==================== block 1
Block 1, placement by cell class:
The bar under the picture is 20 um long. Fill, decap, tap and diode cells in grey.
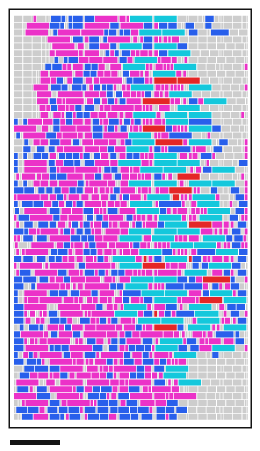

### src/rtl/ex_cmp_stage.sv
// RV32I execute-stage compare unit: SLT/SLTU and the six branch decisions,
// with results held in a two-entry output buffer (output register + skid register).
module ex_cmp_stage #(
  parameter int XLEN = 32,
  parameter int RD_W = 5
) (
  input  logic            i_clk,
  input  logic            i_rst_n,
  input  logic            i_valid,
  output logic            o_ready,
  input  logic [3:0]      i_op,
  input  logic [XLEN-1:0] i_rs1_data,
  input  logic [XLEN-1:0] i_rs2_data,
  input  logic [XLEN-1:0] i_pc,
  input  logic [XLEN-1:0] i_imm,
  input  logic [RD_W-1:0] i_rd_addr,
  output logic            o_valid,
  input  logic            i_ready,
  output logic [XLEN-1:0] o_result,
  output logic [RD_W-1:0] o_rd_addr,
  output logic            o_rd_wren,
  output logic            o_br_taken,
  output logic [XLEN-1:0] o_br_target,
  output logic            o_illegal
);

  localparam logic [XLEN-1:0] SIGN_MASK = {1'b1, {(XLEN-1){1'b0}}};

  typedef struct packed {
    logic [XLEN-1:0] result;
    logic [RD_W-1:0] rd_addr;
    logic            rd_wren;
    logic            br_taken;
    logic [XLEN-1:0] br_target;
    logic            illegal;
  } entry_t;

  typedef enum logic [1:0] {
    ST_EMPTY,
    ST_ONE,
    ST_FULL
  } state_e;

  state_e state_q;
  entry_t out_q;
  entry_t skid_q;
  entry_t entry_d;

  logic ltu;
  logic lt;
  logic eq;
  logic accept;
  logic drain;

  // Flipping the sign bits turns a signed compare into an unsigned one.
  assign ltu = (i_rs1_data < i_rs2_data);
  assign lt  = ((i_rs1_data ^ SIGN_MASK) < (i_rs2_data ^ SIGN_MASK));
  assign eq  = (i_rs1_data == i_rs2_data);

  always_comb begin
    // NOTE: default every field first so no path through the case leaves a latch.
    entry_d         = '0;
    entry_d.rd_addr = i_rd_addr;
    case (i_op)
      4'd0: begin
        entry_d.result  = {{(XLEN-1){1'b0}}, lt};
        entry_d.rd_wren = 1'b1;
      end
      4'd1: begin
        entry_d.result  = {{(XLEN-1){1'b0}}, ltu};
        entry_d.rd_wren = 1'b1;
      end
      4'd2, 4'd3, 4'd4, 4'd5, 4'd6, 4'd7: begin
        entry_d.br_target = i_pc + i_imm;
        case (i_op)
          4'd2:    entry_d.br_taken = eq;
          4'd3:    entry_d.br_taken = !eq;
          4'd4:    entry_d.br_taken = lt;
          4'd5:    entry_d.br_taken = !lt;
          4'd6:    entry_d.br_taken = ltu;
          default: entry_d.br_taken = !ltu;
        endcase
      end
      default: entry_d.illegal = 1'b1;
    endcase
  end

  // Handshake flags come only from registered state, never from i_ready.
  assign o_valid = (state_q != ST_EMPTY);
  assign o_ready = (state_q != ST_FULL);
  assign accept  = i_valid && o_ready;
  assign drain   = o_valid && i_ready;

  always_ff @(posedge i_clk or negedge i_rst_n) begin
    if (!i_rst_n) begin
      // NOTE: the payload registers are reset too, because the outputs must read zero in reset.
      state_q <= ST_EMPTY;
      out_q   <= '0;
      skid_q  <= '0;
    end else begin
      // NOTE: non-blocking assignments so every register samples pre-edge values.
      case (state_q)
        ST_EMPTY: begin
          if (accept) begin
            out_q   <= entry_d;
            state_q <= ST_ONE;
          end
        end
        ST_ONE: begin
          if (accept && drain) begin
            out_q <= entry_d;
          end else if (accept) begin
            skid_q  <= entry_d;
            state_q <= ST_FULL;
          end else if (drain) begin
            state_q <= ST_EMPTY;
          end
        end
        ST_FULL: begin
          if (drain) begin
            out_q   <= skid_q;
            state_q <= ST_ONE;
          end
        end
        default: state_q <= ST_EMPTY;
      endcase
    end
  end

  assign o_result    = out_q.result;
  assign o_rd_addr   = out_q.rd_addr;
  assign o_rd_wren   = out_q.rd_wren;
  assign o_br_taken  = out_q.br_taken;
  assign o_br_target = out_q.br_target;
  assign o_illegal   = out_q.illegal;

endmodule

### config.mk
export PLATFORM = sky130hd
export DESIGN_NAME = ex_cmp_stage
export DESIGN_NICKNAME = d
export VERILOG_FILES = /design/src/rtl/ex_cmp_stage.sv
export SDC_FILE = /design/constraint.sdc
export NUM_CORES = 1
export LEC_CHECK = 0
export CAP_MARGIN = 20
export CORE_ASPECT_RATIO = 1.75
export CORE_UTILIZATION = 42
export DETAILED_ROUTE_END_ITERATION = 7
export PLACE_DENSITY = 0.85
export SYNTH_ARGS = -nofsm -noshare
export SYNTH_HDL_FRONTEND = slang
export SYNTH_SLANG_ARGS = --single-unit
### constraint.sdc
create_clock -name i_clk -period 1.8 [get_ports i_clk]
set_clock_uncertainty 0.15 [all_clocks]
set_input_delay 0.36 -clock i_clk [delete_from_list [all_inputs] [get_ports i_clk]]
set_output_delay 0.36 -clock i_clk [all_outputs]
set_load 0.01 [all_outputs]
==================== block 2
<file path="config.mk">
export PLATFORM = sky130hd
export DESIGN_NAME = map_write_arbiter_flat
export DESIGN_NICKNAME = d
export VERILOG_FILES = /design/src/rtl/map_write_arbiter_if.sv /design/src/rtl/map_write_arbiter.sv /design/src/flat_wrapper.sv
export SDC_FILE = /design/constraint.sdc
export NUM_CORES = 1
export LEC_CHECK = 0
export CAP_MARGIN = 20
export CORE_ASPECT_RATIO = 2
export CORE_MARGIN = 5
export CORE_UTILIZATION = 30
export DETAILED_ROUTE_END_ITERATION = 6
export GPL_TIMING_DRIVEN = 0
export SLEW_MARGIN = 5
export SYNTH_ARGS = -nofsm -noshare
export SYNTH_HDL_FRONTEND = slang
export SYNTH_SLANG_ARGS = --single-unit
export TNS_END_PERCENT = 5
</file>
<file path="constraint.sdc">
create_clock -name clk -period 4.4 [get_ports clk]
set_clock_uncertainty 0.05 [all_clocks]
set_input_delay 1.1 -clock clk [delete_from_list [all_inputs] [get_ports clk]]
set_output_delay 1.1 -clock clk [all_outputs]
set_load 0.03 [all_outputs]
</file>
<file path="src/rtl/map_write_arbiter_if.sv">
// Bus bundle between the map write arbiter and its requesters (loader, tank hit detectors)
// plus the tile RAM write port.
interface map_write_arbiter_if #(
  parameter int ADDR_W = 10,
  parameter int DATA_W = 2
);
  logic              load_start;
  logic              load_valid;
  logic [ADDR_W-1:0] load_addr;
  logic [DATA_W-1:0] load_data;
  logic              load_done;
  logic              hit1_valid;
  logic [ADDR_W-1:0] hit1_addr;
  logic              hit2_valid;
  logic [ADDR_W-1:0] hit2_addr;
  logic              hit1_ready;
  logic              hit2_ready;
  logic              load_busy;
  logic              ram_we;
  logic [ADDR_W-1:0] ram_addr;
  logic [DATA_W-1:0] ram_wdata;

  modport master (
    output load_start, load_valid, load_addr, load_data, load_done,
    output hit1_valid, hit1_addr, hit2_valid, hit2_addr,
    input  hit1_ready, hit2_ready, load_busy, ram_we, ram_addr, ram_wdata
  );

  modport slave (
    input  load_start, load_valid, load_addr, load_data, load_done,
    input  hit1_valid, hit1_addr, hit2_valid, hit2_addr,
    output hit1_ready, hit2_ready, load_busy, ram_we, ram_addr, ram_wdata
  );
endinterface

</file>
<file path="src/rtl/map_write_arbiter.sv">
// Single-write-port arbiter for the map tile RAM: map loader vs. two tank bullet-hit slots.
// Build option MAPWR_FIXED_PRI_EN: tank 1 always wins a tie instead of round-robin.
module map_write_arbiter #(
  parameter int              ADDR_W   = 10,
  parameter int              DATA_W   = 2,
  parameter logic [DATA_W-1:0] HIT_TILE = '0
) (
  input logic                clk,
  input logic                resetN,
  map_write_arbiter_if.slave bus
);

  typedef enum logic {IDLE, LOAD} state_t;

  state_t            state_q, state_d;
  logic              pend1_q, pend1_d, pend2_q, pend2_d;
  logic [ADDR_W-1:0] addr1_q, addr1_d, addr2_q, addr2_d;
  logic              rdy1_q, rdy1_d, rdy2_q, rdy2_d;
  logic              we_q, we_d;
  logic [ADDR_W-1:0] waddr_q, waddr_d;
  logic [DATA_W-1:0] wdata_q, wdata_d;
  logic              pick1;
`ifndef MAPWR_FIXED_PRI_EN
  logic              last2_q, last2_d;   // 1: tank 2 won the most recent tie
`endif

  always_comb begin
    state_d = state_q;
    pend1_d = pend1_q;
    pend2_d = pend2_q;
    addr1_d = addr1_q;
    addr2_d = addr2_q;
    we_d    = 1'b0;
    waddr_d = waddr_q;
    wdata_d = wdata_q;
    pick1   = 1'b1;
`ifndef MAPWR_FIXED_PRI_EN
    last2_d = last2_q;
`endif

    case (state_q)
      IDLE: begin
        if (bus.load_start) begin
          // Map is being replaced: queued and same-cycle hits are discarded.
          state_d = LOAD;
          pend1_d = 1'b0;
          pend2_d = 1'b0;
        end else begin
          if (pend1_q && pend2_q && (addr1_q == addr2_q)) begin
            we_d    = 1'b1;
            waddr_d = addr1_q;
            wdata_d = HIT_TILE;
            pend1_d = 1'b0;
            pend2_d = 1'b0;
          end else if (pend1_q || pend2_q) begin
            if (pend1_q && pend2_q) begin
`ifdef MAPWR_FIXED_PRI_EN
              pick1 = 1'b1;
`else
              pick1   = last2_q;
              last2_d = !last2_q;
`endif
            end else begin
              pick1 = pend1_q;
            end
            we_d    = 1'b1;
            wdata_d = HIT_TILE;
            if (pick1) begin
              waddr_d = addr1_q;
              pend1_d = 1'b0;
            end else begin
              waddr_d = addr2_q;
              pend2_d = 1'b0;
            end
          end
          // ready implies the slot is empty, so capture never collides with service
          if (bus.hit1_valid && rdy1_q) begin
            pend1_d = 1'b1;
            addr1_d = bus.hit1_addr;
          end
          if (bus.hit2_valid && rdy2_q) begin
            pend2_d = 1'b1;
            addr2_d = bus.hit2_addr;
          end
        end
      end
      LOAD: begin
        if (bus.load_valid) begin
          we_d    = 1'b1;
          waddr_d = bus.load_addr;
          wdata_d = bus.load_data;
        end
        if (bus.load_done) state_d = IDLE;
      end
      default: state_d = IDLE;
    endcase

    rdy1_d = (state_d == IDLE) && !pend1_d;
    rdy2_d = (state_d == IDLE) && !pend2_d;
  end

  always_ff @(posedge clk or negedge resetN) begin
    if (!resetN) begin
      state_q <= IDLE;
      pend1_q <= 1'b0;
      pend2_q <= 1'b0;
      addr1_q <= '0;
      addr2_q <= '0;
      rdy1_q  <= 1'b1;
      rdy2_q  <= 1'b1;
      we_q    <= 1'b0;
      waddr_q <= '0;
      wdata_q <= '0;
`ifndef MAPWR_FIXED_PRI_EN
      last2_q <= 1'b1;
`endif
    end else begin
      state_q <= state_d;
      pend1_q <= pend1_d;
      pend2_q <= pend2_d;
      addr1_q <= addr1_d;
      addr2_q <= addr2_d;
      rdy1_q  <= rdy1_d;
      rdy2_q  <= rdy2_d;
      we_q    <= we_d;
      waddr_q <= waddr_d;
      wdata_q <= wdata_d;
`ifndef MAPWR_FIXED_PRI_EN
      last2_q <= last2_d;
`endif
    end
  end

  assign bus.hit1_ready = rdy1_q;
  assign bus.hit2_ready = rdy2_q;
  assign bus.load_busy  = (state_q == LOAD);
  assign bus.ram_we     = we_q;
  assign bus.ram_addr   = waddr_q;
  assign bus.ram_wdata  = wdata_q;

endmodule

</file>
<file path="src/flat_wrapper.sv">
// flat-port wrapper written by rule: the top's interface ports become plain ports
module map_write_arbiter_flat 
#(
  parameter int              ADDR_W   = 10,
  parameter int              DATA_W   = 2,
  parameter logic [DATA_W-1:0] HIT_TILE = '0
)
  (clk, resetN, bus_load_start, bus_load_valid, bus_load_addr, bus_load_data, bus_load_done, bus_hit1_valid, bus_hit1_addr, bus_hit2_valid, bus_hit2_addr, bus_hit1_ready, bus_hit2_ready, bus_load_busy, bus_ram_we, bus_ram_addr, bus_ram_wdata);
  map_write_arbiter_if #(.ADDR_W(ADDR_W), .DATA_W(DATA_W)) bus_i ();
  input logic clk;
  input logic resetN;
  input wire logic [$bits(bus_i.load_start)-1:0] bus_load_start;
  input wire logic [$bits(bus_i.load_valid)-1:0] bus_load_valid;
  input wire logic [$bits(bus_i.load_addr)-1:0] bus_load_addr;
  input wire logic [$bits(bus_i.load_data)-1:0] bus_load_data;
  input wire logic [$bits(bus_i.load_done)-1:0] bus_load_done;
  input wire logic [$bits(bus_i.hit1_valid)-1:0] bus_hit1_valid;
  input wire logic [$bits(bus_i.hit1_addr)-1:0] bus_hit1_addr;
  input wire logic [$bits(bus_i.hit2_valid)-1:0] bus_hit2_valid;
  input wire logic [$bits(bus_i.hit2_addr)-1:0] bus_hit2_addr;
  output wire logic [$bits(bus_i.hit1_ready)-1:0] bus_hit1_ready;
  output wire logic [$bits(bus_i.hit2_ready)-1:0] bus_hit2_ready;
  output wire logic [$bits(bus_i.load_busy)-1:0] bus_load_busy;
  output wire logic [$bits(bus_i.ram_we)-1:0] bus_ram_we;
  output wire logic [$bits(bus_i.ram_addr)-1:0] bus_ram_addr;
  output wire logic [$bits(bus_i.ram_wdata)-1:0] bus_ram_wdata;
  assign bus_i.load_start = bus_load_start;
  assign bus_i.load_valid = bus_load_valid;
  assign bus_i.load_addr = bus_load_addr;
  assign bus_i.load_data = bus_load_data;
  assign bus_i.load_done = bus_load_done;
  assign bus_i.hit1_valid = bus_hit1_valid;
  assign bus_i.hit1_addr = bus_hit1_addr;
  assign bus_i.hit2_valid = bus_hit2_valid;
  assign bus_i.hit2_addr = bus_hit2_addr;
  assign bus_hit1_ready = bus_i.hit1_ready;
  assign bus_hit2_ready = bus_i.hit2_ready;
  assign bus_load_busy = bus_i.load_busy;
  assign bus_ram_we = bus_i.ram_we;
  assign bus_ram_addr = bus_i.ram_addr;
  assign bus_ram_wdata = bus_i.ram_wdata;
  map_write_arbiter #(.ADDR_W(ADDR_W), .DATA_W(DATA_W), .HIT_TILE(HIT_TILE)) u_core (.clk(clk), .resetN(resetN), .bus(bus_i));
endmodule
</file>
==================== block 3
==> src/rtl/spk_out_arb.sv <==
// Two-requester arbiter sharing one spk_out write port between config-readback and spike
// flit streams: per-requester FIFOs drained by a bounded-burst round-robin scheduler.
module spk_out_arb #(
    parameter int FW    = 59,
    parameter int DEPTH = 2,
    parameter int BURST = 4
) (
    input  logic          clk,
    input  logic          rst,
    input  logic          cfg_we,
    input  logic [FW-1:0] cfg_wdata,
    output logic          cfg_full,
    input  logic          spk_we,
    input  logic [FW-1:0] spk_wdata,
    output logic          spk_full,
    input  logic          out_full,
    output logic          out_we,
    output logic [FW-1:0] out_wdata,
    output logic          arb_busy,
    output logic          cfg_ovf,
    output logic          spk_ovf
);
    localparam int AW = $clog2(DEPTH);
    localparam int CW = AW + 1;
    localparam int BW = $clog2(BURST + 1);
    localparam logic [CW-1:0] CNT_FULL  = CW'(DEPTH);
    localparam logic [CW-1:0] CNT_ONE   = CW'(1);
    localparam logic [AW-1:0] PTR_ONE   = AW'(1);
    localparam logic [BW-1:0] BURST_MAX = BW'(BURST);
    localparam logic [BW-1:0] BURST_ONE = BW'(1);
    localparam logic [0:0]    GNT_CFG   = 1'b0;
    localparam logic [0:0]    GNT_SPK   = 1'b1;

    logic [FW-1:0] cfg_mem_r [DEPTH];
    logic [FW-1:0] spk_mem_r [DEPTH];
    logic [AW-1:0] cfg_wptr_r, cfg_rptr_r, spk_wptr_r, spk_rptr_r;
    logic [CW-1:0] cfg_cnt_r, spk_cnt_r, cfg_cnt_nxt_s, spk_cnt_nxt_s;
    logic          cfg_full_r, spk_full_r, cfg_ovf_r, spk_ovf_r;
    logic          out_we_r;
    logic [FW-1:0] out_wdata_r;
    logic [0:0]    last_grant_r, last_nxt_s, grantee_s;
    logic [BW-1:0] burst_cnt_r, burst_nxt_s;
    logic          cfg_push_s, spk_push_s, cfg_ne_s, spk_ne_s;
    logic          grant_cfg_s, grant_spk_s;

    function automatic logic [CW-1:0] cnt_next(input logic [CW-1:0] cnt,
                                               input logic push, input logic pop);
        logic [CW-1:0] res;
        case ({push, pop})
            2'b10:   res = cnt + CNT_ONE;
            2'b01:   res = cnt - CNT_ONE;
            default: res = cnt;
        endcase
        return res;
    endfunction

    // FIFO status and push qualification
    always_comb begin
        cfg_push_s    = cfg_we & ~cfg_full_r;
        spk_push_s    = spk_we & ~spk_full_r;
        cfg_ne_s      = (cfg_cnt_r != {CW{1'b0}});
        spk_ne_s      = (spk_cnt_r != {CW{1'b0}});
        cfg_cnt_nxt_s = cnt_next(cfg_cnt_r, cfg_push_s, grant_cfg_s);
        spk_cnt_nxt_s = cnt_next(spk_cnt_r, spk_push_s, grant_spk_s);
    end

    // Round-robin grant with bounded burst; contention favours the last grantee until BURST
    always_comb begin
        grant_cfg_s = 1'b0;
        grant_spk_s = 1'b0;
        if (out_full) begin
            grant_cfg_s = 1'b0;
            grant_spk_s = 1'b0;
        end else if (cfg_ne_s && spk_ne_s) begin
            if (burst_cnt_r < BURST_MAX) begin
                grant_cfg_s = (last_grant_r == GNT_CFG);
                grant_spk_s = (last_grant_r == GNT_SPK);
            end else begin
                grant_cfg_s = (last_grant_r == GNT_SPK);
                grant_spk_s = (last_grant_r == GNT_CFG);
            end
        end else begin
            grant_cfg_s = cfg_ne_s;
            grant_spk_s = spk_ne_s;
        end
    end

    // Burst counter and last-grant bookkeeping
    always_comb begin
        grantee_s   = grant_spk_s ? GNT_SPK : GNT_CFG;
        burst_nxt_s = burst_cnt_r;
        last_nxt_s  = last_grant_r;
        if (grant_cfg_s || grant_spk_s) begin
            last_nxt_s = grantee_s;
            if (grantee_s == last_grant_r) begin
                burst_nxt_s = (burst_cnt_r == BURST_MAX) ? BURST_MAX : burst_cnt_r + BURST_ONE;
            end else begin
                burst_nxt_s = BURST_ONE;
            end
        end else if (!out_full) begin
            burst_nxt_s = {BW{1'b0}};
        end else begin
            burst_nxt_s = burst_cnt_r;
        end
    end

    // Config FIFO storage and pointers
    always_ff @(posedge clk or posedge rst) begin
        if (rst) begin
            for (int i = 0; i < DEPTH; i++) cfg_mem_r[i] <= {FW{1'b0}};
            cfg_wptr_r <= {AW{1'b0}};
            cfg_rptr_r <= {AW{1'b0}};
            cfg_cnt_r  <= {CW{1'b0}};
            cfg_full_r <= 1'b0;
            cfg_ovf_r  <= 1'b0;
        end else begin
            if (cfg_push_s) begin
                cfg_mem_r[cfg_wptr_r] <= cfg_wdata;
                cfg_wptr_r            <= cfg_wptr_r + PTR_ONE;
            end
            if (grant_cfg_s) cfg_rptr_r <= cfg_rptr_r + PTR_ONE;
            cfg_cnt_r  <= cfg_cnt_nxt_s;
            cfg_full_r <= (cfg_cnt_nxt_s == CNT_FULL);
            cfg_ovf_r  <= cfg_ovf_r | (cfg_we & cfg_full_r);
        end
    end

    // Spike FIFO storage and pointers
    always_ff @(posedge clk or posedge rst) begin
        if (rst) begin
            for (int i = 0; i < DEPTH; i++) spk_mem_r[i] <= {FW{1'b0}};
            spk_wptr_r <= {AW{1'b0}};
            spk_rptr_r <= {AW{1'b0}};
            spk_cnt_r  <= {CW{1'b0}};
            spk_full_r <= 1'b0;
            spk_ovf_r  <= 1'b0;
        end else begin
            if (spk_push_s) begin
                spk_mem_r[spk_wptr_r] <= spk_wdata;
                spk_wptr_r            <= spk_wptr_r + PTR_ONE;
            end
            if (grant_spk_s) spk_rptr_r <= spk_rptr_r + PTR_ONE;
            spk_cnt_r  <= spk_cnt_nxt_s;
            spk_full_r <= (spk_cnt_nxt_s == CNT_FULL);
            spk_ovf_r  <= spk_ovf_r | (spk_we & spk_full_r);
        end
    end

    // Registered write port and scheduler state
    always_ff @(posedge clk or posedge rst) begin
        if (rst) begin
            out_we_r     <= 1'b0;
            out_wdata_r  <= {FW{1'b0}};
            last_grant_r <= GNT_SPK;
            burst_cnt_r  <= {BW{1'b0}};
        end else begin
            out_we_r <= grant_cfg_s | grant_spk_s;
            if (grant_cfg_s) begin
                out_wdata_r <= cfg_mem_r[cfg_rptr_r];
            end else if (grant_spk_s) begin
                out_wdata_r <= spk_mem_r[spk_rptr_r];
            end else begin
                out_wdata_r <= out_wdata_r;
            end
            last_grant_r <= last_nxt_s;
            burst_cnt_r  <= burst_nxt_s;
        end
    end

    assign cfg_full  = cfg_full_r;
    assign spk_full  = spk_full_r;
    assign cfg_ovf   = cfg_ovf_r;
    assign spk_ovf   = spk_ovf_r;
    assign out_we    = out_we_r;
    assign out_wdata = out_wdata_r;
    assign arb_busy  = cfg_ne_s | spk_ne_s | out_we_r;
endmodule

==> config.mk <==
export PLATFORM = sky130hd
export DESIGN_NAME = spk_out_arb
export DESIGN_NICKNAME = d
export VERILOG_FILES = /design/src/rtl/spk_out_arb.sv
export SDC_FILE = /design/constraint.sdc
export NUM_CORES = 1
export LEC_CHECK = 0
export ABC_AREA = 1
export CORE_MARGIN = 2
export CORE_UTILIZATION = 35
export DETAILED_ROUTE_END_ITERATION = 16
export PLACE_DENSITY = 0.65
export SYNTH_ARGS = -nofsm -noshare
export SYNTH_HDL_FRONTEND = slang
export SYNTH_SLANG_ARGS = --single-unit
export TNS_END_PERCENT = 50
==> constraint.sdc <==
create_clock -name clk -period 15.4 [get_ports clk]
set_clock_uncertainty 0.15 [all_clocks]
set_input_delay 3.08 -clock clk [delete_from_list [all_inputs] [get_ports clk]]
set_output_delay 3.08 -clock clk [all_outputs]
set_load 0.05 [all_outputs]
==================== block 4
### src/rtl/inst_fetch_stage.sv
// Instruction fetch stage: owns the PC, fetches words over a req/ready handshake and
// presents the fetched instruction (plus op/func fields) to the control unit.
module inst_fetch_stage #(
  parameter logic [31:0] RESET_PC = 32'h0000_0000
) (
  input  logic        clk,
  input  logic        rst,
  input  logic        stall,
  input  logic        redirect,
  input  logic [31:0] redirect_pc,
  output logic        imem_req,
  output logic [31:0] imem_addr,
  input  logic        imem_ready,
  input  logic [31:0] imem_rdata,
  output logic [31:0] inst,
  output logic [31:0] inst_pc,
  output logic        inst_valid,
  output logic [5:0]  op,
  output logic [5:0]  func
);

  typedef enum logic [1:0] {IDLE, REQ, HOLD} state_t;

  state_t      state;
  logic [31:0] pc;
  logic [31:0] skid;
  logic [31:0] skid_pc;
  logic        kill;
  logic [31:0] target;

  assign target = redirect_pc & ~32'h3;
  assign op     = inst[31:26];
  assign func   = inst[5:0];

  always_ff @(posedge clk) begin
    if (rst) begin
      state      <= IDLE;
      pc         <= RESET_PC;
      imem_addr  <= RESET_PC;
      imem_req   <= 1'b0;
      inst       <= 32'h0;
      inst_pc    <= 32'h0;
      inst_valid <= 1'b0;
      skid       <= 32'h0;
      skid_pc    <= 32'h0;
      kill       <= 1'b0;
    end else if (redirect) begin
      inst       <= 32'h0;
      inst_valid <= 1'b0;
      skid       <= 32'h0;
      skid_pc    <= 32'h0;
      pc         <= target;
      // An outstanding read cannot be withdrawn, so its word is marked for discard instead.
      if (state == REQ && !imem_ready) begin
        kill <= 1'b1;
      end else begin
        kill      <= 1'b0;
        imem_addr <= target;
        imem_req  <= 1'b1;
        state     <= REQ;
      end
    end else begin
      case (state)
        IDLE: begin
          state     <= REQ;
          imem_req  <= 1'b1;
          imem_addr <= pc;
        end
        REQ: begin
          if (imem_ready) begin
            if (kill) begin
              kill      <= 1'b0;
              imem_addr <= pc;
            end else if (!inst_valid || !stall) begin
              inst       <= imem_rdata;
              inst_pc    <= imem_addr;
              inst_valid <= 1'b1;
              pc         <= pc + 32'd4;
              imem_addr  <= pc + 32'd4;
            end else begin
              skid     <= imem_rdata;
              skid_pc  <= imem_addr;
              pc       <= pc + 32'd4;
              imem_req <= 1'b0;
              state    <= HOLD;
            end
          end else if (!stall) begin
            inst       <= 32'h0;
            inst_valid <= 1'b0;
          end
        end
        HOLD: begin
          if (!stall) begin
            inst       <= skid;
            inst_pc    <= skid_pc;
            inst_valid <= 1'b1;
            skid       <= 32'h0;
            skid_pc    <= 32'h0;
            imem_addr  <= pc;
            imem_req   <= 1'b1;
            state      <= REQ;
          end
        end
        default: begin
          state    <= IDLE;
          imem_req <= 1'b0;
        end
      endcase
    end
  end

endmodule

### config.mk
export PLATFORM = sky130hd
export DESIGN_NAME = inst_fetch_stage
export DESIGN_NICKNAME = d
export VERILOG_FILES = /design/src/rtl/inst_fetch_stage.sv
export SDC_FILE = /design/constraint.sdc
export NUM_CORES = 1
export LEC_CHECK = 0
export ABC_AREA = 1
export CAP_MARGIN = 10
export CORE_MARGIN = 2
export CORE_UTILIZATION = 47
export CTS_CLUSTER_SIZE = 28
export DETAILED_ROUTE_END_ITERATION = 6
export HOLD_SLACK_MARGIN = 0.02
export PLACE_DENSITY = 0.75
export SYNTH_ARGS = -nofsm -noshare
export SYNTH_HDL_FRONTEND = slang
export SYNTH_SLANG_ARGS = --single-unit
### constraint.sdc
create_clock -name clk -period 1.68 [get_ports clk]
set_input_delay 0.336 -clock clk [delete_from_list [all_inputs] [get_ports clk]]
set_output_delay 0.336 -clock clk [all_outputs]
set_load 0.05 [all_outputs]
Block 2, selected gate families:
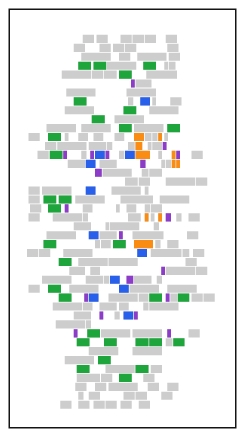
nand cells: drawn in purple, cells 19, most used nand2_1. xor and xnor cells: drawn in blue, cells 11, most used xnor2_1, where centre. nor cells: drawn in orange, cells 10, most used nor2_1. mux cells: drawn in green, cells 31, most used mux2_2.
logic share of the area: 34.4%
Top cell excl fill/tap: clkdlybuf4s50_1
non-filler cells, final: 322

==> impl_table.tex, block 2 <==
% Synthesis and place-and-route results
\begin{tabular}{lr}
\hline
Metric & Value \\
\hline
\multicolumn{2}{l}{\textbf{Synth}} \\
\quad And+or+nand+nor area frac & 8.57\% \\
\quad Dominant comb cell & AND-OR/OR-AND gates \\
\quad Distinct cells, synth & 30 \\
\quad Post-synthesis cell count from yosys & 171 \\
\quad Xor/xnor cell area share of the yosys netlist & 4.68\% \\
\quad Chip area line of the yosys report & 0.00206 mm2 \\
\quad Synthesis Warnings & 0 \\
\multicolumn{2}{l}{\textbf{Critical path}} \\
\quad Critical Path Source & bus\_load\_valid \\
\quad Maximum cell stage delay along the critical path & 0.55 ns \\
\multicolumn{2}{l}{\textbf{Clocking}} \\
\quad CTS Buf Count & 5 \\
\quad Clock root cell & clkbuf\_16 \\
\quad Clock latency at the later pin of the worst-skew pair & 0.29 ns \\
\quad Clock tree from TritonCTS & done \\
\quad H-tree levels & 2 \\
\multicolumn{2}{l}{\textbf{Power and ir drop}} \\
\quad Internal power & 0.00111 W \\
\quad Logic gate share of total power & 40.2\% \\
\quad Total power & 0.00174 W \\
\quad Switch share & 36.2\% \\
\multicolumn{2}{l}{\textbf{STA}} \\
\quad Count of final hold-check violations & 0 \\
\quad Crit path time final & 2.76 ns \\
\quad Slew Viols, Final & 0 \\
\multicolumn{2}{l}{\textbf{Drt}} \\
\quad M1 wire length & 2090 um \\
\quad Routed length on met2 & 3240 um \\
\quad Highest routing layer actually used & met4 \\
\quad First-pass iteration count of the detailed router & 6 \\
\quad DRT iter0 DRCs & 69 \\
\multicolumn{2}{l}{\textbf{Placed design}} \\
\quad Post-detail-place hpwl & 4260 um \\
\quad IO buf count & 54 \\
\multicolumn{2}{l}{\textbf{Run status}} \\
\quad Outcome & complete, no violations \\
\multicolumn{2}{l}{\textbf{Layout}} \\
\quad Multi-input combinational cell count & 117 \\
\quad FFs \& Latches & 39 \\
\quad Area of all sequential standard cells & 980 um2 \\
\quad Cell group occupying the most layout area & multi-input combinational cells \\
\quad Fraction of the core area covered by cells at the end of the flow & 43.2\% \\
\quad Portion of the layout cell area used by clock cells & 5.43\% \\
\quad ANT cells & 0 \\
\quad Count of nets after finishing & 272 \\
\multicolumn{2}{l}{\textbf{Run}} \\
\quad Stage-log warning count & 26 \\
\multicolumn{2}{l}{\textbf{Global route}} \\
\quad Global route total overflow & 0 \\
\multicolumn{2}{l}{\textbf{Die}} \\
\quad Die height & 127 um \\
\quad Number of tap cells inserted & 88 \\
\hline
\end{tabular}
Block 3, cells by drive strength:
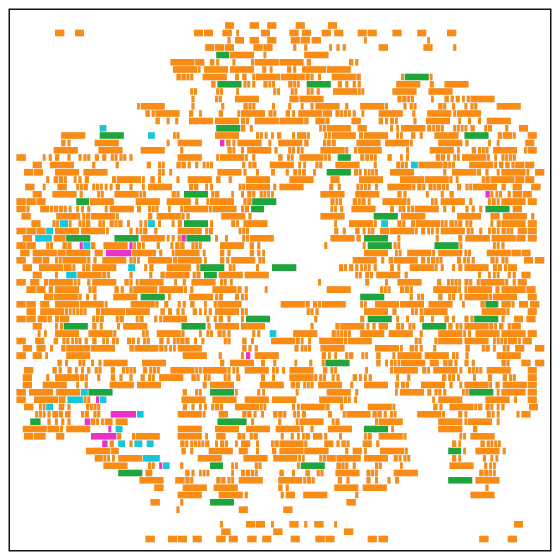
x1 and smaller: drawn in orange, cells 1747, share 95%, most used nand2_1. x6 and larger: drawn in green, cells 47, share 2.6%, most used clkbuf_16. x2: drawn in magenta, cells 14, share 0.76%, most used inv_2. x3 and x4: drawn in cyan, cells 23, share 1.3%, most used buf_4.

==> impl_table.tex, block 3 <==
% Synthesis and place-and-route results
\begin{tabular}{lr}
\hline
Metric & Value \\
\hline
\multicolumn{2}{l}{\textbf{Run status}} \\
\quad Outcome & complete, no violations \\
\multicolumn{2}{l}{\textbf{STA}} \\
\quad Worst slew margin & 20.7\% \\
\quad Slew at the pin with the worst max-slew slack & 1.19 ns \\
\quad TNS Setup & 0 ns \\
\multicolumn{2}{l}{\textbf{Layout}} \\
\quad Count of nets after finishing & 1934 \\
\quad Non-filler cells, final & 2342 \\
\quad Seq area share & 46.4\% \\
\quad Area of all sequential standard cells & 0.00781 mm2 \\
\multicolumn{2}{l}{\textbf{Global route}} \\
\quad Met3 track utilization from global routing & 2.83\% \\
\quad Pin count of the biggest net entering global routing & 119 \\
\quad Antenna violations before repair & 0 \\
\multicolumn{2}{l}{\textbf{Power and ir drop}} \\
\quad Leak & 8.50 nW \\
\quad Largest Pwr Group & combinational logic \\
\quad Flip-flop and latch power & 0.00142 W \\
\quad Power density of the placed cells & 220 mW/mm2 \\
\quad Part of the total power dissipated in the clock network & 22.3\% \\
\quad Portion of total power attributed to sequential cells & 38.4\% \\
\multicolumn{2}{l}{\textbf{Worst hold path}} \\
\quad Hold Crit Start & spk\_ovf \\
\quad End of the worst hold path & spk\_ovf \\
\multicolumn{2}{l}{\textbf{Drt}} \\
\quad Routed via count & 11200 \\
\quad DRT iter0 DRCs & 900 \\
\quad Highest routing layer actually used & met4 \\
\quad M1 wire length & 16600 um \\
\multicolumn{2}{l}{\textbf{Clocking}} \\
\quad Clock net sink count & 312 \\
\quad Clock tree from TritonCTS & done \\
\multicolumn{2}{l}{\textbf{Placed design}} \\
\quad Placement-stage cell area & 0.0157 mm2 \\
\multicolumn{2}{l}{\textbf{Synth}} \\
\quad Share of synthesized area occupied by flip-flops and latches & 57.9\% \\
\quad Most used flip-flop cell after synthesis & dfrtp\_1 \\
\multicolumn{2}{l}{\textbf{Critical path}} \\
\quad Crit path buffers/inverters & 1 \\
\quad Data arrival time of the worst path & 2.01 ns \\
\hline
\end{tabular}
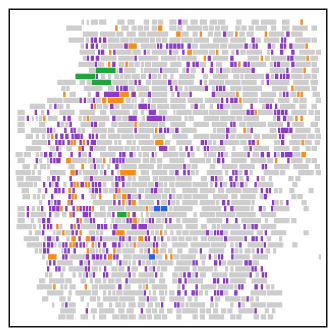
Block 4: selected gate families
nand cells: drawn in purple, cells 487, most used nand2_1, where widely spread. nor cells: drawn in orange, cells 98, most used nor2_1, where widely spread. xor and xnor cells: drawn in blue, cells 3, most used xor2_1. fa/ha/maj cells: drawn in green, cells 4, most used ha_4.
logic share of the area: 39.3%
non-filler cells, final: 1751
Top cell excl fill/tap: nand2_1

Block 4, placement by cell class:
The bar under the picture is 50 um long. Fill, decap, tap and diode cells in grey.
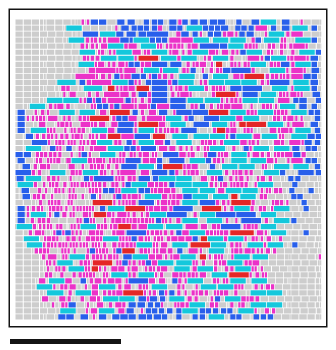
remaining buffers and delay cells: drawn in blue, cells 269. remaining logic cells: drawn in magenta, cells 1002. registers: drawn in cyan, cells 188. clock drivers and dummy loads: drawn in red, cells 32.
Final Cell Area: 0.0129 mm2
count of standard-cell rows: 50

==> impl_table.tex, block 4 <==
% Synthesis and place-and-route results
\begin{tabular}{lr}
\hline
Metric & Value \\
\hline
\multicolumn{2}{l}{\textbf{Critical path}} \\
\quad Beginning of the worst register-to-register path & state[1] \\
\quad Data arrival time of the worst path & 2.11 ns \\
\quad Crit path depth & 12 \\
\multicolumn{2}{l}{\textbf{STA}} \\
\quad Final setup violation count & 32 \\
\quad Post-route worst setup slack & -0.0745 ns \\
\quad Share of the cycle needed by the critical path after routing & 104\% \\
\multicolumn{2}{l}{\textbf{Clocking}} \\
\quad Clock tree from TritonCTS & done \\
\quad Number of hold buffers added after CTS & 0 \\
\quad H-tree levels & 4 \\
\quad Clock input transition at the sequential cells of the worst setup and hold paths & 0.08 ns \\
\multicolumn{2}{l}{\textbf{Layout}} \\
\quad Cell group occupying the most layout area & multi-input combinational cells \\
\quad Portion of the layout cell area used by clock cells & 4.84\% \\
\quad FFs \& Latches & 188 \\
\quad Area growth from synthesis to final layout & 42.5\% \\
\quad Multi-input combinational cell count & 947 \\
\multicolumn{2}{l}{\textbf{Drt}} \\
\quad First-pass iteration count of the detailed router & 6 \\
\quad Post-detailed-route via-to-cell ratio & 5.81 \\
\quad Total wire length & 32400 um \\
\multicolumn{2}{l}{\textbf{Run status}} \\
\quad Outcome & finished, violations left \\
\quad Failing checks & negative setup slack \\
\multicolumn{2}{l}{\textbf{Power and ir drop}} \\
\quad Combinational cell power & 0.00349 W \\
\quad Switch share & 35.9\% \\
\quad Logic gate share of total power & 27.2\% \\
\quad Flip-flop and latch power & 0.00512 W \\
\multicolumn{2}{l}{\textbf{Synth}} \\
\quad Synthesized registers & 188 \\
\quad Dominant comb cell & simple AND/OR/NAND/NOR gates \\
\quad Cells after Synth & 1295 \\
\quad Chip area line of the yosys report & 0.00906 mm2 \\
\quad Post-synthesis compound-gate area fraction & 21.3\% \\
\quad Share of synthesized area occupied by flip-flops and latches & 41.5\% \\
\quad Synthesized area divided by synthesized cell count & 7.00 um2 \\
\quad Top cells by instance count after synthesis & nand2\_1, dfxtp\_1, a21oi\_1 \\
\multicolumn{2}{l}{\textbf{Global route}} \\
\quad Global-route wire length before repair & 45600 um \\
\quad Antenna violations before repair & 0 \\
\quad Pin count of the biggest net entering global routing & 114 \\
\quad Combined global-route utilization of all metal layers & 27.9\% \\
\multicolumn{2}{l}{\textbf{Die}} \\
\quad Count of boundary I/O pins & 179 \\
\quad Die height & 143 um \\
\hline
\end{tabular}
Block 1, selected gate families:
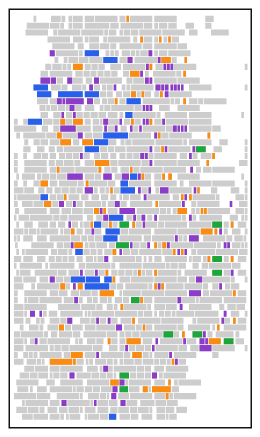
nor cells: drawn in orange, cells 94, most used nor2_1. nand cells: drawn in purple, cells 140, most used nand2_1. xor and xnor cells: drawn in blue, cells 26, most used xnor2_2. mux cells: drawn in green, cells 12, most used mux2_2.
non-filler cells, final: 1300
Top cell excl fill/tap: buf_4
logic share of the area: 46.8%

Block 1, the clock network:
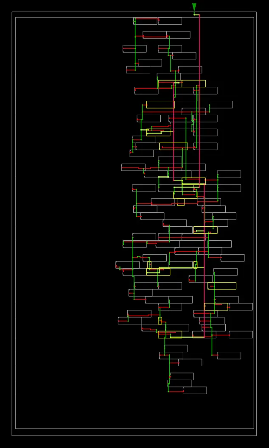
CTS Buf Count: 9
FFs & Latches: 84

## Picture notes: 'placement by cell class' of block 1
remaining logic cells: drawn in magenta, cells 655. remaining buffers and delay cells: drawn in blue, cells 361. clock drivers and dummy loads: drawn in red, cells 16. registers: drawn in cyan, cells 84.
Final Cell Area: 0.0117 mm2
count of standard-cell rows: 59
Seq area share: 18.0%

==> impl_table.tex, block 1 <==
% Synthesis and place-and-route results
\begin{tabular}{lr}
\hline
Metric & Value \\
\hline
\multicolumn{2}{l}{\textbf{Synth}} \\
\quad Cells after Synth & 776 \\
\quad Area of the mapped netlist & 0.00640 mm2 \\
\quad Top cells by instance count after synthesis & nand2\_1, dfrtp\_1, nor2\_1 \\
\quad Synthesized area divided by synthesized cell count & 8.25 um2 \\
\quad Post-synth top area cell & dfrtp\_1 \\
\multicolumn{2}{l}{\textbf{Drt}} \\
\quad Routed length on met2 & 14400 um \\
\quad Sum of met3 wire segment lengths after detailed routing & 2090 um \\
\multicolumn{2}{l}{\textbf{Power and ir drop}} \\
\quad Largest Pwr Group & combinational logic \\
\quad Part of the total power dissipated in the clock network & 22.0\% \\
\multicolumn{2}{l}{\textbf{Clocking}} \\
\quad Clock net sink count & 84 \\
\multicolumn{2}{l}{\textbf{STA}} \\
\quad Final setup violation count & 65 \\
\quad Crit path time final & 2.55 ns \\
\quad Post-route worst setup slack & -0.753 ns \\
\multicolumn{2}{l}{\textbf{Run status}} \\
\quad Failing checks & negative setup slack \\
\quad Outcome & finished, violations left \\
\multicolumn{2}{l}{\textbf{Layout}} \\
\quad Cell group occupying the most layout area & multi-input combinational cells \\
\quad Combinational Area & 0.00546 mm2 \\
\multicolumn{2}{l}{\textbf{Critical path}} \\
\quad Crit path buffers/inverters & 3 \\
\multicolumn{2}{l}{\textbf{Placed design}} \\
\quad Post-detail-place hpwl & 15400 um \\
\multicolumn{2}{l}{\textbf{Run}} \\
\quad Number of max-cap violations & 0 \\
\hline
\end{tabular}

## Gallery

Signal wires on met2.
Plate I
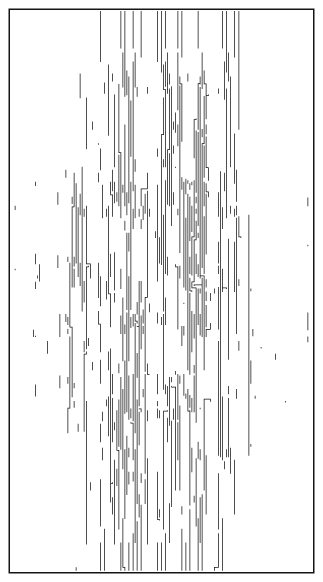
Plate II
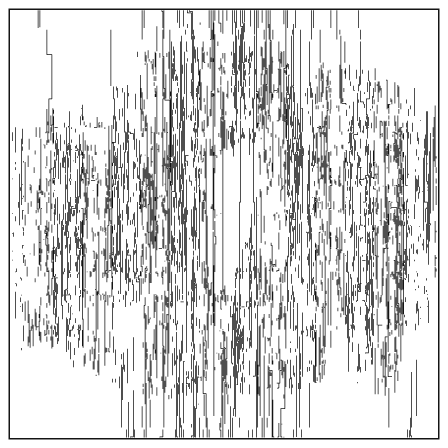
Plate III
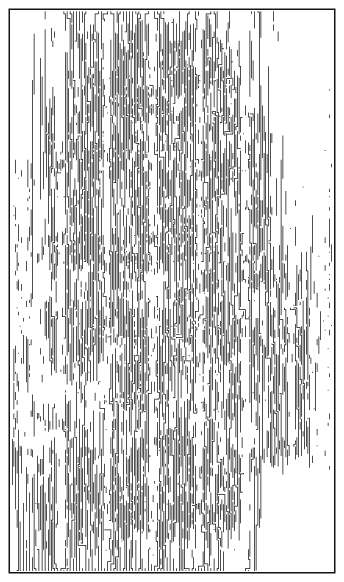
Plate IV
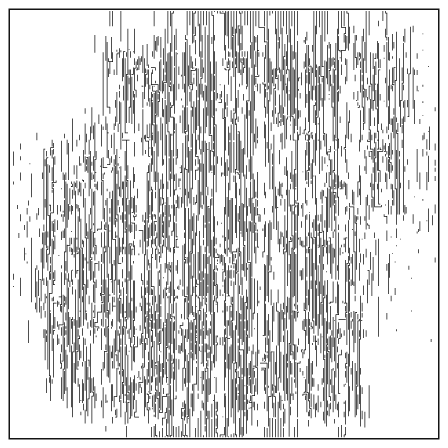
| from | picture |
|---|---|
| block 2 | Plate I |
| block 1 | Plate III |
| block 4 | Plate IV |
| block 3 | Plate II |


==================== block 5
Block 5, the clock network:
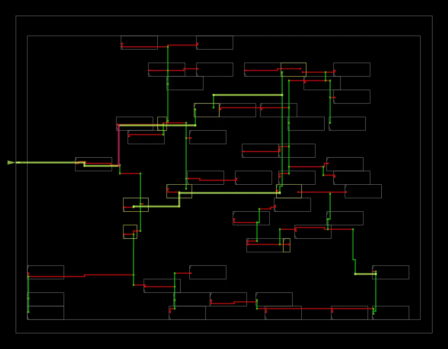
Block 5, signal wires on met2:
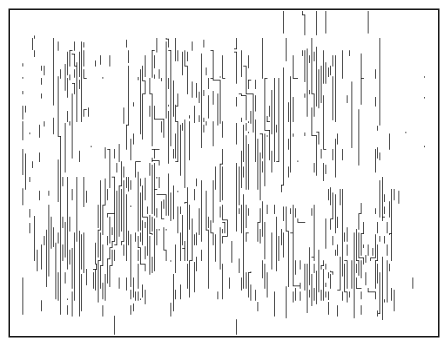
File: src/rtl/eth_arb_pkg.sv
// Shared types and constants for the Ethernet TX frame arbiter.
package eth_arb_pkg;

    typedef enum logic [1:0] {
        IDLE  = 2'd0,
        XFER  = 2'd1,
        ABORT = 2'd2,
        DRAIN = 2'd3
    } arb_state_t;

    localparam logic [7:0] ABORT_TDATA = 8'h00;

endpackage

File: src/rtl/axis_skid_buf.sv
// Two-entry AXI-stream skid buffer with registered outputs; the ready towards the
// producer depends only on local state, so 1 beat/cycle flows while out_ready stays high.
module axis_skid_buf #(
    parameter int WIDTH = 10
) (
    input  logic             clk_100,
    input  logic             reset_n,
    input  logic [WIDTH-1:0] in_data,
    input  logic             in_valid,
    output logic             in_ready,
    output logic [WIDTH-1:0] out_data,
    output logic             out_valid,
    input  logic             out_ready
);

    logic [WIDTH-1:0] skid_data;
    logic             skid_valid;
    logic             push;

    assign in_ready = !skid_valid;
    assign push     = in_valid && in_ready;

    // Output register refills from the skid slot first, else straight from the input; a beat arriving while the output is stalled parks in the skid slot.
    always_ff @(posedge clk_100) begin
        if (!reset_n) begin
            out_data   <= '0;
            out_valid  <= 1'b0;
            skid_data  <= '0;
            skid_valid <= 1'b0;
        end else if (!out_valid || out_ready) begin
            if (skid_valid) begin
                out_data   <= skid_data;
                out_valid  <= 1'b1;
                skid_valid <= 1'b0;
            end else begin
                out_valid <= push;
                if (push) begin
                    out_data <= in_data;
                end
            end
        end else if (push) begin
            skid_data  <= in_data;
            skid_valid <= 1'b1;
        end
    end

endmodule

File: src/rtl/eth_tx_frame_arb.sv
// Frame-level round-robin arbiter feeding the MAC TX FIFO. A grant lasts a whole frame;
// stalled or oversize frames are cut with a bad tail beat and the remainder is drained.
module eth_tx_frame_arb
    import eth_arb_pkg::*;
#(
    parameter int N_SRC      = 2,
    parameter int DATA_WIDTH = 8,
    parameter int MAX_LEN    = 1518,
    parameter int TIMEOUT    = 16
) (
    input  logic                          clk_100,
    input  logic                          reset_n,
    input  logic [N_SRC*DATA_WIDTH-1:0]   s_axis_tdata,
    input  logic [N_SRC-1:0]              s_axis_tvalid,
    input  logic [N_SRC-1:0]              s_axis_tlast,
    input  logic [N_SRC-1:0]              s_axis_tuser,
    output logic [N_SRC-1:0]              s_axis_trdy,
    output logic [DATA_WIDTH-1:0]         m_axis_tdata,
    output logic                          m_axis_tvalid,
    output logic                          m_axis_tlast,
    output logic                          m_axis_tuser,
    input  logic                          m_axis_trdy,
    output logic                          grant_vld,
    output logic [$clog2(N_SRC)-1:0]      grant_idx,
    output logic                          abort_pulse
);

    localparam int IDX_W  = $clog2(N_SRC);
    localparam int LEN_W  = $clog2(MAX_LEN + 1);
    localparam int IDLE_W = $clog2(TIMEOUT + 1);
    localparam int BUF_W  = DATA_WIDTH + 2;

    arb_state_t        state_q, state_d;
    logic [IDX_W-1:0]  grant_q, grant_d;
    logic [IDX_W-1:0]  last_q, last_d;
    logic [LEN_W-1:0]  len_q, len_d;
    logic [IDLE_W-1:0] idle_q, idle_d;
    logic              abort_q, abort_d;

    logic [DATA_WIDTH-1:0] sel_data;
    logic                  sel_valid;
    logic                  sel_last;
    logic                  sel_user;

    logic                  req_found;
    logic [IDX_W-1:0]      req_idx;

    logic                  push_valid;
    logic [BUF_W-1:0]      push_data;
    logic                  skid_in_ready;
    logic [BUF_W-1:0]      skid_out_data;

    // Select the granted source's stream signals.
    always_comb begin
        sel_data  = '0;
        sel_valid = 1'b0;
        sel_last  = 1'b0;
        sel_user  = 1'b0;
        for (int i = 0; i < N_SRC; i++) begin
            if (grant_q == IDX_W'(i)) begin
                sel_data  = s_axis_tdata[i*DATA_WIDTH +: DATA_WIDTH];
                sel_valid = s_axis_tvalid[i];
                sel_last  = s_axis_tlast[i];
                sel_user  = s_axis_tuser[i];
            end
        end
    end

    // Round-robin search starting just after the last source to finish a frame.
    always_comb begin
        logic [IDX_W-1:0] cand;
        cand      = '0;
        req_found = 1'b0;
        req_idx   = last_q;
        for (int k = 1; k <= N_SRC; k++) begin
            cand = IDX_W'((int'(last_q) + k) % N_SRC);
            if (!req_found && s_axis_tvalid[cand]) begin
                req_found = 1'b1;
                req_idx   = cand;
            end
        end
    end

    // Next-state, counter and handshake logic; truncation paths rewrite the pushed beat as a bad tail.
    always_comb begin
        state_d     = state_q;
        grant_d     = grant_q;
        last_d      = last_q;
        len_d       = len_q;
        idle_d      = idle_q;
        abort_d     = 1'b0;
        push_valid  = 1'b0;
        push_data   = {sel_data, sel_last, sel_user};
        s_axis_trdy = '0;

        case (state_q)
            IDLE: begin
                if (req_found) begin
                    grant_d = req_idx;
                    len_d   = '0;
                    idle_d  = '0;
                    state_d = XFER;
                end
            end

            XFER: begin
                s_axis_trdy[grant_q] = skid_in_ready;
                if (sel_valid && skid_in_ready) begin
                    push_valid = 1'b1;
                    idle_d     = '0;
                    len_d      = len_q + LEN_W'(1);
                    if (sel_last) begin
                        last_d  = grant_q;
                        state_d = IDLE;
                    end else if (len_q >= LEN_W'(MAX_LEN - 1)) begin
                        push_data = {sel_data, 2'b11};
                        abort_d   = 1'b1;
                        state_d   = DRAIN;
                    end
                end else if (!sel_valid) begin
                    if (idle_q >= IDLE_W'(TIMEOUT - 1)) begin
                        abort_d = 1'b1;
                        state_d = ABORT;
                    end else begin
                        idle_d = idle_q + IDLE_W'(1);
                    end
                end
            end

            ABORT: begin
                push_valid = 1'b1;
                push_data  = {DATA_WIDTH'(ABORT_TDATA), 2'b11};
                if (skid_in_ready) begin
                    state_d = DRAIN;
                end
            end

            DRAIN: begin
                s_axis_trdy[grant_q] = 1'b1;
                if (sel_valid && sel_last) begin
                    last_d  = grant_q;
                    state_d = IDLE;
                end
            end

            default: state_d = IDLE;
        endcase
    end

    // State, grant, round-robin pointer and counters; the pointer starts at the top so source 0 wins first.
    always_ff @(posedge clk_100) begin
        if (!reset_n) begin
            state_q <= IDLE;
            grant_q <= '0;
            last_q  <= IDX_W'(N_SRC - 1);
            len_q   <= '0;
            idle_q  <= '0;
            abort_q <= 1'b0;
        end else begin
            state_q <= state_d;
            grant_q <= grant_d;
            last_q  <= last_d;
            len_q   <= len_d;
            idle_q  <= idle_d;
            abort_q <= abort_d;
        end
    end

    axis_skid_buf #(
        .WIDTH(BUF_W)
    ) u_skid (
        .clk_100  (clk_100),
        .reset_n  (reset_n),
        .in_data  (push_data),
        .in_valid (push_valid),
        .in_ready (skid_in_ready),
        .out_data (skid_out_data),
        .out_valid(m_axis_tvalid),
        .out_ready(m_axis_trdy)
    );

    assign m_axis_tdata = skid_out_data[BUF_W-1:2];
    assign m_axis_tlast = skid_out_data[1];
    assign m_axis_tuser = skid_out_data[0];
    assign grant_vld    = (state_q != IDLE);
    assign grant_idx    = grant_q;
    assign abort_pulse  = abort_q;

endmodule

File: config.mk
export PLATFORM = sky130hd
export DESIGN_NAME = eth_tx_frame_arb
export DESIGN_NICKNAME = d
export VERILOG_FILES = /design/src/rtl/eth_arb_pkg.sv /design/src/rtl/axis_skid_buf.sv /design/src/rtl/eth_tx_frame_arb.sv
export SDC_FILE = /design/constraint.sdc
export NUM_CORES = 1
export LEC_CHECK = 0
export ABC_AREA = 1
export CORE_ASPECT_RATIO = 0.75
export CORE_MARGIN = 2
export CORE_UTILIZATION = 54
export CTS_CLUSTER_DIAMETER = 80
export DETAILED_ROUTE_END_ITERATION = 6
export PLACE_DENSITY = 0.8
export SLEW_MARGIN = 25
export SYNTH_ARGS = -nofsm -noshare
export SYNTH_HDL_FRONTEND = slang
export SYNTH_HIERARCHICAL = 1
export SYNTH_SLANG_ARGS = --single-unit
File: constraint.sdc
create_clock -name clk_100 -period 2.5 [get_ports clk_100]
set_clock_uncertainty 0.2 [all_clocks]
set_input_delay 0.5 -clock clk_100 [delete_from_list [all_inputs] [get_ports clk_100]]
set_output_delay 0.5 -clock clk_100 [all_outputs]
set_load 0.05 [all_outputs]
==> impl_table.tex <==
% Synthesis and place-and-route results
\begin{tabular}{lr}
\hline
Metric & Value \\
\hline
\multicolumn{2}{l}{\textbf{Placed design}} \\
\quad Placed cell count & 505 \\
\multicolumn{2}{l}{\textbf{Critical path}} \\
\quad Reg2Reg Setup Slack & 0.34 ns \\
\quad Beginning of the worst register-to-register path & len\_q[0] \\
\quad CP Launch Type & primary input \\
\multicolumn{2}{l}{\textbf{Die}} \\
\quad Die Outline Area & 0.00535 mm2 \\
\quad Width of the die & 83.8 um \\
\multicolumn{2}{l}{\textbf{Layout}} \\
\quad Layout clock buffers & 6 \\
\quad Multi-input combinational cell count & 299 \\
\quad Cell group occupying the most layout area & multi-input combinational cells \\
\multicolumn{2}{l}{\textbf{Worst hold path}} \\
\quad Hold-critical path depth & 2 \\
\multicolumn{2}{l}{\textbf{Global route}} \\
\quad Antenna violations before repair & 0 \\
\multicolumn{2}{l}{\textbf{STA}} \\
\quad Max Fclk & 450 MHz \\
\multicolumn{2}{l}{\textbf{Power and ir drop}} \\
\quad Power density of the placed cells & 938 mW/mm2 \\
\quad Leak & 1.40 nW \\
\multicolumn{2}{l}{\textbf{Run status}} \\
\quad Outcome & complete, no violations \\
\hline
\end{tabular}
Notes on 'the clock network' of block 5 above:
clock net sink count: 43
FFs & Latches: 43
Clk. pwr: 0.000440 W
CTS Buf Count: 5
clock latency at the later pin of the worst-skew pair: 0.30 ns

Notes on 'signal wires on met2' of block 5 above:
The longest straight run is 34.9 um. The layer holds 42% of the routed length. The wires run mostly vertical. The layer carries 2480 um of wire. 349 nets have wire on it.



==> gallery <==
Placement by cell class.
panel A
The bar under the picture is 20 um long. Fill, decap, tap and diode cells in grey.
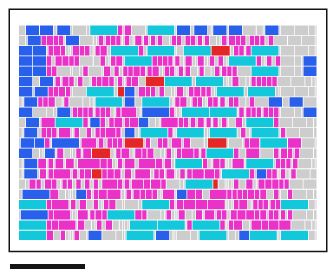
panel B
The bar under the picture is 20 um long. Fill, decap, tap and diode cells in grey.
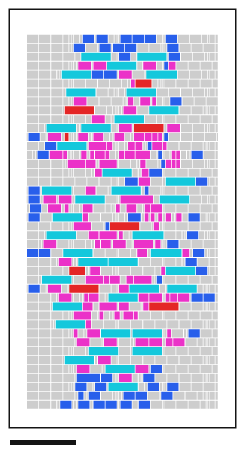
panel C
The bar under the picture is 50 um long. Fill, decap, tap and diode cells in grey.
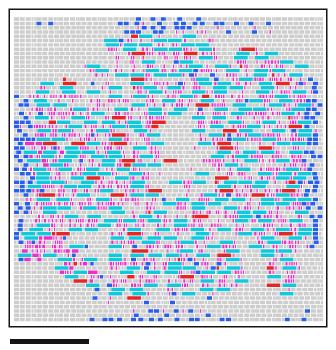
block 3: panel C
block 2: panel B
block 5: panel A

Power is estimated from default activity; no workload was simulated.
